# design 1

Fig. 1: design 1, pin placement
Scale: 8 px per um. Pins as bars across the die edge, other pins in gray.
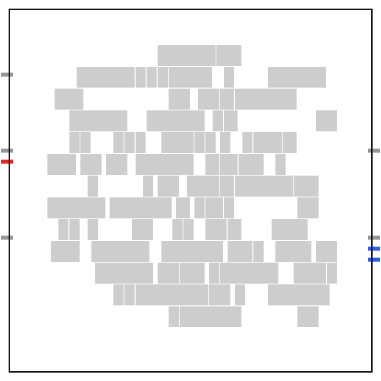

<file path="config.mk">
export PLATFORM = sky130hd
export DESIGN_NAME = coin_acceptor
export DESIGN_NICKNAME = d
export VERILOG_FILES = /design/src/rtl/vend_pkg.sv /design/src/rtl/coin_debounce.sv /design/src/rtl/coin_acceptor.sv
export SDC_FILE = /design/constraint.sdc
export NUM_CORES = 1
export LEC_CHECK = 0
export ABC_AREA = 1
export ABC_CLOCK_PERIOD_IN_PS = 1000
export CORE_MARGIN = 4
export CORE_UTILIZATION = 45
export CTS_CLUSTER_DIAMETER = 150
export CTS_CLUSTER_SIZE = 8
export DETAILED_ROUTE_END_ITERATION = 8
export GPL_ROUTABILITY_DRIVEN = 1
export PLACE_DENSITY = 0.67
export SLEW_MARGIN = 20
export SYNTH_ARGS = -nofsm -noshare
export SYNTH_HDL_FRONTEND = slang
export SYNTH_SLANG_ARGS = --single-unit
</file>
<file path="constraint.sdc">
create_clock -name clk -period 1 [get_ports clk]
set_input_delay 0.1 -clock clk [delete_from_list [all_inputs] [get_ports clk]]
set_output_delay 0.1 -clock clk [all_outputs]
set_load 0.03 [all_outputs]
</file>
<file path="src/rtl/vend_pkg.sv">
// rtl/vend_pkg.sv - coin codes shared by the coin acceptor and the vending FSM
package vend_pkg;

    typedef logic [1:0] coin_t;

    localparam coin_t COIN_NONE   = 2'b00;
    localparam coin_t COIN_NICKEL = 2'b01;
    localparam coin_t COIN_DIME   = 2'b10;
    // Reserved; no block is allowed to drive this code.
    localparam coin_t COIN_RSVD   = 2'b11;

    // Code for a single, unambiguous event; callers screen out the both-events case.
    function automatic coin_t classify(input logic nickel_evt, input logic dime_evt);
        coin_t code;
        code = COIN_NONE;
        if (nickel_evt && !dime_evt) begin
            code = COIN_NICKEL;
        end else if (dime_evt && !nickel_evt) begin
            code = COIN_DIME;
        end
        return code;
    endfunction

endpackage

</file>
<file path="src/rtl/coin_debounce.sv">
// rtl/coin_debounce.sv - two-flop synchroniser, hold-time debounce and rising-edge pulse for one sensor
module coin_debounce #(
    parameter int DEBOUNCE_CYCLES = 4
) (
    input  logic clk,
    input  logic sync_reset,
    input  logic raw_in,
    output logic level,
    output logic rise
);

    localparam int CNT_W = $clog2(DEBOUNCE_CYCLES);
    localparam logic [CNT_W-1:0] CNT_MAX = CNT_W'(DEBOUNCE_CYCLES - 1);

    logic             sync1;
    logic             sync2;
    logic             deb;
    logic             deb_d;
    logic [CNT_W-1:0] cnt;

    // Bring the asynchronous sensor into the clk domain.
    always_ff @(posedge clk) begin
        if (sync_reset) begin
            sync1 <= 1'b0;
            sync2 <= 1'b0;
        end else begin
            sync1 <= raw_in;
            sync2 <= sync1;
        end
    end

    // Accept a new level only after it has held for DEBOUNCE_CYCLES samples; a bounce back restarts the count.
    always_ff @(posedge clk) begin
        if (sync_reset) begin
            deb <= 1'b0;
            cnt <= '0;
        end else if (sync2 == deb) begin
            cnt <= '0;
        end else if (cnt == CNT_MAX) begin
            deb <= sync2;
            cnt <= '0;
        end else begin
            cnt <= cnt + 1'b1;
        end
    end

    // Delayed copy of the debounced level for edge detection.
    always_ff @(posedge clk) begin
        if (sync_reset) begin
            deb_d <= 1'b0;
        end else begin
            deb_d <= deb;
        end
    end

    assign level = deb;
    assign rise  = deb & ~deb_d;

endmodule

</file>
<file path="src/rtl/coin_acceptor.sv">
// rtl/coin_acceptor.sv - debounced coin sensors to single-cycle coin codes with a one-entry hold buffer
module coin_acceptor
    import vend_pkg::*;
#(
    parameter int DEBOUNCE_CYCLES = 4
) (
    input  logic       clk,
    input  logic       sync_reset,
    input  logic       nickel_in,
    input  logic       dime_in,
    input  logic       can,
    output logic [1:0] coin,
    output logic       reject
);

    logic  nickel_level;
    logic  nickel_evt;
    logic  dime_level;
    logic  dime_evt;

    logic  pend_valid;
    coin_t pend_code;

    logic  pend_valid_nxt;
    coin_t pend_code_nxt;
    logic  reject_nxt;

    logic  any_evt;
    logic  both_evt;
    logic  consume;
    logic  blocked;

    coin_debounce #(
        .DEBOUNCE_CYCLES (DEBOUNCE_CYCLES)
    ) u_nickel_deb (
        .clk        (clk),
        .sync_reset (sync_reset),
        .raw_in     (nickel_in),
        .level      (nickel_level),
        .rise       (nickel_evt)
    );

    coin_debounce #(
        .DEBOUNCE_CYCLES (DEBOUNCE_CYCLES)
    ) u_dime_deb (
        .clk        (clk),
        .sync_reset (sync_reset),
        .raw_in     (dime_in),
        .level      (dime_level),
        .rise       (dime_evt)
    );

    assign any_evt  = nickel_evt | dime_evt;
    assign both_evt = nickel_evt & dime_evt;
    // The FSM ignores coin while can is high, so the buffer only drains with can low.
    assign consume  = pend_valid & ~can;
    assign blocked  = pend_valid & can;

    assign coin = consume ? pend_code : COIN_NONE;

    // Classify events and decide buffer load/drain and return-chute pulses.
    always_comb begin
        pend_valid_nxt = pend_valid;
        pend_code_nxt  = pend_code;
        reject_nxt     = 1'b0;

        if (consume) begin
            pend_valid_nxt = 1'b0;
        end

        if (both_evt) begin
            reject_nxt = 1'b1;
        end else if (any_evt) begin
            if (blocked) begin
                // Buffer is full and not draining: keep the held coin, return the new one.
                reject_nxt = 1'b1;
            end else begin
                pend_valid_nxt = 1'b1;
                pend_code_nxt  = classify(nickel_evt, dime_evt);
            end
        end
    end

    // Buffer and reject registers; reset drops a pending coin without rejecting it.
    always_ff @(posedge clk) begin
        if (sync_reset) begin
            pend_valid <= 1'b0;
            pend_code  <= COIN_NONE;
            reject     <= 1'b0;
        end else begin
            pend_valid <= pend_valid_nxt;
            pend_code  <= pend_code_nxt;
            reject     <= reject_nxt;
        end
    end

endmodule

</file>
# design 2

### src/rtl/alu_req_arbiter.sv
// Round-robin arbiter sharing one ALU between two requesters; one operation
// in flight, issued for one cycle, result captured after a command-dependent latency.
module alu_req_arbiter #(
  parameter int OP_W    = 8,
  parameter int CMD_W   = 4,
  parameter int RES_W   = 2 * OP_W,
  parameter int LAT     = 1,
  parameter int MUL_LAT = 2
) (
  input  logic             clk,
  input  logic             rst,
  // requester 0
  input  logic             r0_valid,
  output logic             r0_ready,
  input  logic             r0_mode,
  input  logic             r0_cin,
  input  logic [1:0]       r0_inp_valid,
  input  logic [CMD_W-1:0] r0_cmd,
  input  logic [OP_W-1:0]  r0_opa,
  input  logic [OP_W-1:0]  r0_opb,
  // requester 1
  input  logic             r1_valid,
  output logic             r1_ready,
  input  logic             r1_mode,
  input  logic             r1_cin,
  input  logic [1:0]       r1_inp_valid,
  input  logic [CMD_W-1:0] r1_cmd,
  input  logic [OP_W-1:0]  r1_opa,
  input  logic [OP_W-1:0]  r1_opb,
  // ALU side
  output logic             alu_ce,
  output logic             alu_mode,
  output logic             alu_cin,
  output logic [1:0]       alu_inp_valid,
  output logic [CMD_W-1:0] alu_cmd,
  output logic [OP_W-1:0]  alu_opa,
  output logic [OP_W-1:0]  alu_opb,
  input  logic [RES_W-1:0] alu_res,
  input  logic             alu_cout,
  input  logic             alu_oflow,
  input  logic             alu_g,
  input  logic             alu_l,
  input  logic             alu_e,
  input  logic             alu_err,
  // response channel
  output logic             rsp_valid,
  input  logic             rsp_ready,
  output logic             rsp_id,
  output logic [RES_W-1:0] rsp_res,
  output logic [5:0]       rsp_flags
);

  localparam int MAX_LAT = (LAT > MUL_LAT) ? LAT : MUL_LAT;
  localparam int CNT_W   = $clog2(MAX_LAT + 1);
  localparam logic [CNT_W-1:0] LAT_C = CNT_W'(LAT);
  localparam logic [CNT_W-1:0] MUL_C = CNT_W'(MUL_LAT);
  localparam logic [CNT_W-1:0] ONE_C = CNT_W'(1);

  typedef enum logic [1:0] {S_IDLE, S_ISSUE, S_WAIT, S_RESP} state_e;

  typedef struct packed {
    logic             mode;
    logic             cin;
    logic [1:0]       inp_valid;
    logic [CMD_W-1:0] cmd;
    logic [OP_W-1:0]  opa;
    logic [OP_W-1:0]  opb;
  } op_t;

  state_e           state_q, state_d;
  op_t              op_q, op_d, op_in;
  logic             id_q, id_d;
  logic             rr_q, rr_d;
  logic [CNT_W-1:0] cnt_q, cnt_d;
  logic             alu_ce_q, alu_ce_d;
  logic             rsp_valid_q, rsp_valid_d;
  logic [RES_W-1:0] rsp_res_q, rsp_res_d;
  logic [5:0]       rsp_flags_q, rsp_flags_d;

  logic gnt_vld, gnt_id, accept, is_mul;

  // NOTE: every signal written in an always_comb gets a default first, so no path can infer a latch.
  always_comb begin
    gnt_vld = 1'b0;
    gnt_id  = 1'b0;
    if (state_q == S_IDLE) begin
      if (r0_valid && r1_valid) begin
        gnt_vld = 1'b1;
        gnt_id  = rr_q;
      end else if (r0_valid) begin
        gnt_vld = 1'b1;
      end else if (r1_valid) begin
        gnt_vld = 1'b1;
        gnt_id  = 1'b1;
      end
    end
  end

  // Gated by rst so ready stays low while reset is held even though state reads IDLE.
  assign r0_ready = rst & gnt_vld & ~gnt_id;
  assign r1_ready = rst & gnt_vld &  gnt_id;
  assign accept   = r0_ready | r1_ready;

  assign op_in = gnt_id ? op_t'{r1_mode, r1_cin, r1_inp_valid, r1_cmd, r1_opa, r1_opb}
                        : op_t'{r0_mode, r0_cin, r0_inp_valid, r0_cmd, r0_opa, r0_opb};

  assign is_mul = op_q.mode && ((op_q.cmd == CMD_W'(9)) || (op_q.cmd == CMD_W'(10)));

  always_comb begin
    state_d     = state_q;
    op_d        = op_q;
    id_d        = id_q;
    rr_d        = rr_q;
    cnt_d       = cnt_q;
    alu_ce_d    = 1'b0;
    rsp_valid_d = rsp_valid_q;
    rsp_res_d   = rsp_res_q;
    rsp_flags_d = rsp_flags_q;
    case (state_q)
      S_IDLE: begin
        if (accept) begin
          op_d     = op_in;
          id_d     = gnt_id;
          alu_ce_d = 1'b1;
          state_d  = S_ISSUE;
        end
      end
      S_ISSUE: begin
        cnt_d   = is_mul ? MUL_C : LAT_C;
        state_d = S_WAIT;
      end
      S_WAIT: begin
        cnt_d = cnt_q - ONE_C;
        if (cnt_q == ONE_C) begin
          rsp_res_d   = alu_res;
          rsp_flags_d = {alu_cout, alu_oflow, alu_g, alu_l, alu_e, alu_err};
          rsp_valid_d = 1'b1;
          state_d     = S_RESP;
        end
      end
      S_RESP: begin
        if (rsp_ready) begin
          rsp_valid_d = 1'b0;
          rr_d        = ~id_q;
          state_d     = S_IDLE;
        end
      end
      default: state_d = S_IDLE;
    endcase
  end

  // NOTE: sequential state uses non-blocking assignments only; the operation latch is
  // reset too because it drives the ALU bus, which must read zero during reset.
  always_ff @(posedge clk or negedge rst) begin
    if (!rst) begin
      state_q     <= S_IDLE;
      op_q        <= '0;
      id_q        <= 1'b0;
      rr_q        <= 1'b0;
      cnt_q       <= '0;
      alu_ce_q    <= 1'b0;
      rsp_valid_q <= 1'b0;
      rsp_res_q   <= '0;
      rsp_flags_q <= '0;
    end else begin
      state_q     <= state_d;
      op_q        <= op_d;
      id_q        <= id_d;
      rr_q        <= rr_d;
      cnt_q       <= cnt_d;
      alu_ce_q    <= alu_ce_d;
      rsp_valid_q <= rsp_valid_d;
      rsp_res_q   <= rsp_res_d;
      rsp_flags_q <= rsp_flags_d;
    end
  end

  assign alu_ce        = alu_ce_q;
  assign alu_mode      = op_q.mode;
  assign alu_cin       = op_q.cin;
  assign alu_inp_valid = op_q.inp_valid;
  assign alu_cmd       = op_q.cmd;
  assign alu_opa       = op_q.opa;
  assign alu_opb       = op_q.opb;

  assign rsp_valid = rsp_valid_q;
  assign rsp_id    = id_q;
  assign rsp_res   = rsp_res_q;
  assign rsp_flags = rsp_flags_q;

endmodule

### config.mk
export PLATFORM = sky130hd
export DESIGN_NAME = alu_req_arbiter
export DESIGN_NICKNAME = d
export VERILOG_FILES = /design/src/rtl/alu_req_arbiter.sv
export SDC_FILE = /design/constraint.sdc
export NUM_CORES = 1
export LEC_CHECK = 0
export CORE_MARGIN = 4
export CORE_UTILIZATION = 50
export CTS_BUF_LIST = sky130_fd_sc_hd__clkbuf_2 sky130_fd_sc_hd__clkbuf_4 sky130_fd_sc_hd__clkbuf_8
export DETAILED_ROUTE_END_ITERATION = 12
export DONT_BUFFER_PORTS = 1
export PLACE_DENSITY_LB_ADDON = 0.3
export SYNTH_ARGS = -nofsm -noshare
export SYNTH_HDL_FRONTEND = slang
export SYNTH_SLANG_ARGS = --single-unit
### constraint.sdc
create_clock -name clk -period 2.3 [get_ports clk]
set_clock_uncertainty 0.1 [all_clocks]
set_input_delay 0.46 -clock clk [delete_from_list [all_inputs] [get_ports clk]]
set_output_delay 0.46 -clock clk [all_outputs]
set_load 0.05 [all_outputs]
# design 3

[src/rtl/inst_fetch_unit.sv]
// -----------------------------------------------------------------------------
// inst_fetch_unit
//
// Instruction fetch stage of the cached single-cycle MIPS core. Owns the PC,
// fetches one instruction word at a time from the I-cache over a req/ready
// handshake and holds it for one execute cycle. During that cycle it presents
// opCode to the decoder and pcPlus4 to the datapath. At the end of the cycle it
// computes the next PC from the decoder's jump/branch outputs and the ALU zero
// flag.
//
// Sequencing: BOOT (one cycle after reset) -> FETCH (until icReady) -> EXEC
// (until coreStall is low at a clock edge) -> FETCH -> ...
// Best case is one instruction every two cycles.
//
// Ports
//   clk          in   core clock, all state updates on the rising edge
//   rst_n        in   asynchronous active-low reset
//   icReq        out  fetch request to the I-cache (high only in FETCH)
//   icAddr       out  fetch address, always equal to pc
//   icReady      in   I-cache returns data this cycle (looked at only in FETCH)
//   icRdata      in   instruction word, captured when icReq & icReady
//   jump         in   decoder jump control (used only in EXEC)
//   branch       in   decoder branch control (used only in EXEC)
//   zero         in   ALU zero flag (used only in EXEC)
//   coreStall    in   data-side miss; freezes the execute cycle
//   pc           out  address of the current instruction
//   pcPlus4      out  pc + 4, modulo 2^32
//   instr        out  held instruction word
//   opCode       out  instr[31:26]
//   instrValid   out  instr is in its execute cycle; gates architectural writes
//   retiredCount out  number of completed instructions, wraps
// -----------------------------------------------------------------------------
module inst_fetch_unit #(
  parameter logic [31:0] RESET_PC  = 32'h0000_0000,
  parameter int unsigned CNT_WIDTH = 32
) (
  input  logic                 clk,
  input  logic                 rst_n,
  // I-cache side
  output logic                 icReq,
  output logic [31:0]          icAddr,
  input  logic                 icReady,
  input  logic [31:0]          icRdata,
  // Control from decoder / ALU / data side
  input  logic                 jump,
  input  logic                 branch,
  input  logic                 zero,
  input  logic                 coreStall,
  // To decoder / datapath
  output logic [31:0]          pc,
  output logic [31:0]          pcPlus4,
  output logic [31:0]          instr,
  output logic [5:0]           opCode,
  output logic                 instrValid,
  output logic [CNT_WIDTH-1:0] retiredCount
);

  typedef enum logic [1:0] {
    BOOT  = 2'd0,
    FETCH = 2'd1,
    EXEC  = 2'd2
  } state_t;

  // Architectural state
  state_t               state_q, state_d;
  logic [31:0]          pc_q, pc_d;
  logic [31:0]          instr_q, instr_d;
  logic [CNT_WIDTH-1:0] cnt_q, cnt_d;

  // Registered handshake/qualifier outputs. They are decoded from the next
  // state so they line up exactly with state_q, and the async reset clears
  // them immediately, which abandons any outstanding fetch request.
  logic                 ic_req_q;
  logic                 valid_q;

  // Next-PC datapath
  logic [31:0]          pc_plus4;
  logic [31:0]          jump_target;
  logic [31:0]          branch_offset;
  logic [31:0]          branch_target;
  logic [31:0]          next_pc;

  // Events
  logic                 fetch_done;
  logic                 retire;

  // ---------------------------------------------------------------------------
  // Next-PC computation (only consumed when an instruction retires)
  // ---------------------------------------------------------------------------
  always_comb begin
    pc_plus4      = pc_q + 32'd4;
    // J-type: keep the region bits of pc+4, splice in the word index.
    jump_target   = {pc_plus4[31:28], instr_q[25:0], 2'b00};
    // I-type branch: sign-extended word offset relative to pc+4.
    branch_offset = {{14{instr_q[15]}}, instr_q[15:0], 2'b00};
    branch_target = pc_plus4 + branch_offset;

    // Jump has priority over a taken branch when both are asserted.
    if (jump) begin
      next_pc = jump_target;
    end else if (branch && zero) begin
      next_pc = branch_target;
    end else begin
      next_pc = pc_plus4;
    end
  end

  // ---------------------------------------------------------------------------
  // Next-state logic. jump/branch/zero/coreStall only matter in EXEC, and
  // icRdata is only captured on a completed handshake in FETCH.
  // ---------------------------------------------------------------------------
  always_comb begin
    fetch_done = (state_q == FETCH) && icReady;
    retire     = (state_q == EXEC) && !coreStall;

    state_d = state_q;
    pc_d    = pc_q;
    instr_d = instr_q;
    cnt_d   = cnt_q;

    case (state_q)
      BOOT: begin
        state_d = FETCH;
      end
      FETCH: begin
        if (fetch_done) begin
          instr_d = icRdata;
          state_d = EXEC;
        end
      end
      EXEC: begin
        if (retire) begin
          pc_d    = next_pc;
          cnt_d   = cnt_q + CNT_WIDTH'(1);
          state_d = FETCH;
        end
      end
      default: begin
        state_d = BOOT;
      end
    endcase
  end

  // ---------------------------------------------------------------------------
  // State registers
  // ---------------------------------------------------------------------------
  always_ff @(posedge clk or negedge rst_n) begin
    if (!rst_n) begin
      state_q  <= BOOT;
      pc_q     <= RESET_PC;
      instr_q  <= 32'h0;
      cnt_q    <= '0;
      ic_req_q <= 1'b0;
      valid_q  <= 1'b0;
    end else begin
      state_q  <= state_d;
      pc_q     <= pc_d;
      instr_q  <= instr_d;
      cnt_q    <= cnt_d;
      ic_req_q <= (state_d == FETCH);
      valid_q  <= (state_d == EXEC);
    end
  end

  // ---------------------------------------------------------------------------
  // Outputs
  // ---------------------------------------------------------------------------
  assign icReq        = ic_req_q;
  assign icAddr       = pc_q;
  assign pc           = pc_q;
  assign pcPlus4      = pc_plus4;
  assign instr        = instr_q;
  // Stale during FETCH; instrValid=0 tells the decoder to ignore it.
  assign opCode       = instr_q[31:26];
  assign instrValid   = valid_q;
  assign retiredCount = cnt_q;

endmodule

[config.mk]
export PLATFORM = sky130hd
export DESIGN_NAME = inst_fetch_unit
export DESIGN_NICKNAME = d
export VERILOG_FILES = /design/src/rtl/inst_fetch_unit.sv
export SDC_FILE = /design/constraint.sdc
export NUM_CORES = 1
export LEC_CHECK = 0
export CORE_MARGIN = 2
export CORE_UTILIZATION = 30
export DETAILED_ROUTE_END_ITERATION = 10
export GPL_TIMING_DRIVEN = 1
export PLACE_DENSITY = 0.53
export SYNTH_ARGS = -nofsm -noshare
export SYNTH_HDL_FRONTEND = slang
export SYNTH_SLANG_ARGS = --single-unit
[constraint.sdc]
create_clock -name clk -period 4.9 [get_ports clk]
set_input_delay 0.98 -clock clk [delete_from_list [all_inputs] [get_ports clk]]
set_output_delay 0.98 -clock clk [all_outputs]
set_load 0.05 [all_outputs]

==> layout pictures side by side <==
Signal wires by layer.
(a)
Scale: 6 px per um. Two of the layers only.
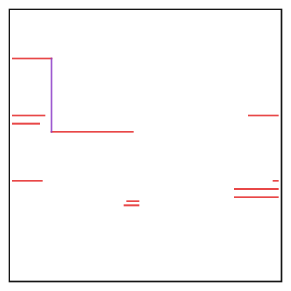
(b)
Scale: 4 px per um. Two of the layers only.
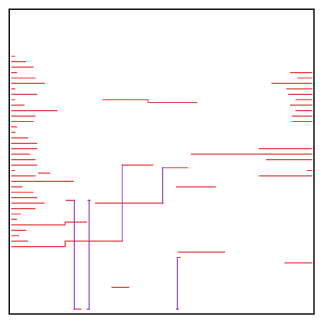
(c)
Scale: 2 px per um. Two of the layers only.
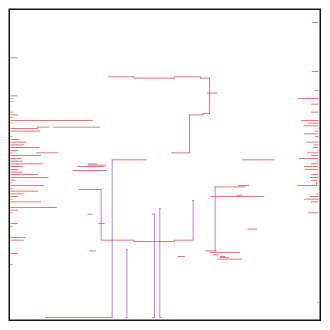
(b) -> design 2
(c) -> design 3
(a) -> design 1
Of these, least wire: (a)
Of these, most wire: (c)

Fig. 2: design 3, metal 4
Scale: 2 px per um.
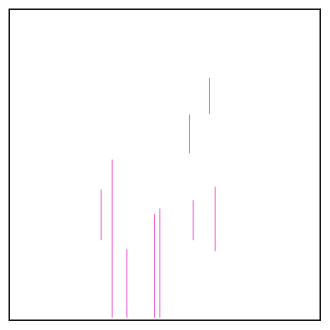
wire length on this layer: 333 um
share of all routed wire: 1.6%
longest straight run: 78.9 um
nets with wire on the layer: 6
main direction: vertical

==> results_dict.tcl, design 3 <==
# flow metrics
set metrics [dict create \
    outcome "finished, final reports clean" \
    portBuffers 200 \
    ys.warnings.count 0 \
    bufAreaShareNonClock_pct 22.8 \
    hold_end "retiredCount[31]" \
    dr.pass1.iters 4 \
    place.gp.congestion 0.854 \
    grt_pass1_wl_mm 33.0 \
    r2r_slack_ns 0.57 \
    mux_area_share_pct 5.58 \
    setup_viol 0 \
    vias 5978 \
    crit_path_cell_trace "ha_1 -> nand4_1 -> nor3_1 -> nand3_1 -> nor2b_1 -> nand2_1 -> xnor2_1 -> clkdlybuf4s50_1" \
    cp_slowest_cell "clkdlybuf4s50_1" \
    dr_wl_met2_mm 9.51 \
    finalMaxSlewViolations 0 \
    top_area_share_pct 36.0 \
    area_growth_pct 34.3 \
    post_dp_cell_area_sq_um 8860 \
    antenna_found_initial 1 \
    cts_tree "built" \
    n_antenna_cell 1 \
    die_height_um 155 \
    reg2reg_from "icAddr[2]" \
    route.met3.wl_um 856 \
]
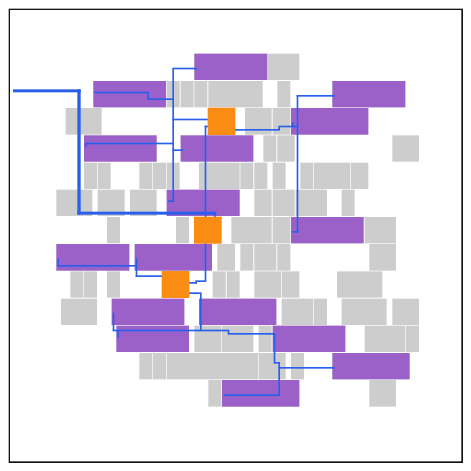
Fig. 3. Clock distribution (design 1).
Scale: 10 px per um.
legend:
  blue:
    item: clock wires
    length: 178 um
  orange:
    item: clock-net drivers
    count: 3
  purple:
    item: flip-flops
    count: 16
routed clock nets: 4

About Fig. 1:
legend:
  blue:
    port: `coin`
    pins: 2
    direction: output
    edge: right
  red:
    port: `nickel_in`
    pins: 1
    direction: input
    edge: left
all pins by edge: 4 right, 4 left

==> results_dict.tcl, design 1 <==
# flow metrics
set metrics [dict create \
    ys_cells 72 \
    placementRows 13 \
    fmax_mhz 926 \
    cts.path.max_buffers 2 \
    clk_latency_ns 0.27 \
    violations "setup timing" \
    crit_cells 3 \
    clock_sinks 16 \
    cts_tree "built" \
    hold_end "u_nickel_deb.sync1" \
    fin_util_pct 60.7 \
    use_met3_pct 2.39 \
    core_sq_um 1300 \
    drv_cap 0 \
    r2r-end "pend_code[0]" \
    relSlewSlack_pct 85.5 \
    inv_count 14 \
    ys.flop_type "dfxtp_1" \
    wl_per_cell_um 10.0 \
    post-route-drc-count 0 \
    worstPathMaxFanout 2 \
    combGateArea_sq_um 278 \
    netlist_area_sq_um 621 \
    worst_slack_ns -0.0795 \
    top_area_cell_class "registers" \
    synthAoiAreaFrac_pct 12.1 \
    top_cells_by_count "16 x dfxtp_1, 12 x inv_1, 11 x nor2_1" \
    htreeDepth 1 \
    ctsHoldBuffers 0 \
    grt_setup_unrepaired "yes" \
    cts_buffers 3 \
    reg2reg_from "u_dime_deb.level" \
    setup_viol 2 \
    outcome "finished with violations" \
    cts.repair.resized 5 \
    comb_cells 41 \
    nFlopsAndLatches 16 \
    portBuffers 7 \
    die_w_um 45.1 \
    met1_length_um 469 \
]
Fig. 4: design 2, gate families picked out
Scale: 4 px per um.
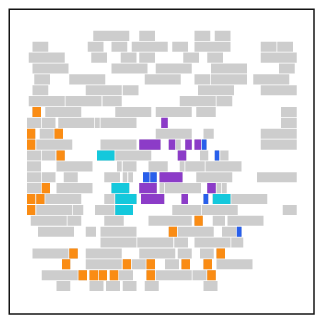
legend:
  cyan:
    family: fa/ha/maj cells
    cells: 5
    most_used: ha_1
  purple:
    family: aoi and oai cells
    cells: 11
    most_used: a21oi_1
    where: middle
  blue:
    family: nand cells
    cells: 6
    most_used: nand2_1
  orange:
    family: and/or cells
    cells: 24
    most_used: and2_0

==> results_dict.tcl, design 2 <==
# flow metrics
set metrics [dict create \
    cp_slowest_cell "dfrtp_1" \
    ys_cells 170 \
    holdPathStages 1 \
    placementRows 24 \
    arrival_ns 1.57 \
    rr_worst_depth 6 \
    fin_tns_setup_ns 0 \
    area_leaders "dfrtp_1 59%, mux2_2 11%, a221o_1 10%" \
    n_antenna_cell 0 \
    finalWirelength_mm 5.04 \
    inv_count 7 \
    most_common_cell "dfrtp_1" \
    r2r-end "alu_opb[1]" \
    met1_length_mm 1.87 \
    lay_top_cells "54 x dfrtp_1, 24 x a221o_1, 22 x mux2_2, 20 x and2_0, 7 x inv_1" \
    relSlewSlack_pct 64.3 \
    post_cts_buffers 0 \
    netlist_area_sq_um 2300 \
    area_growth_pct 10.3 \
    outcome "finished, final reports clean" \
    placed_cells 219 \
    hold_violations 0 \
]

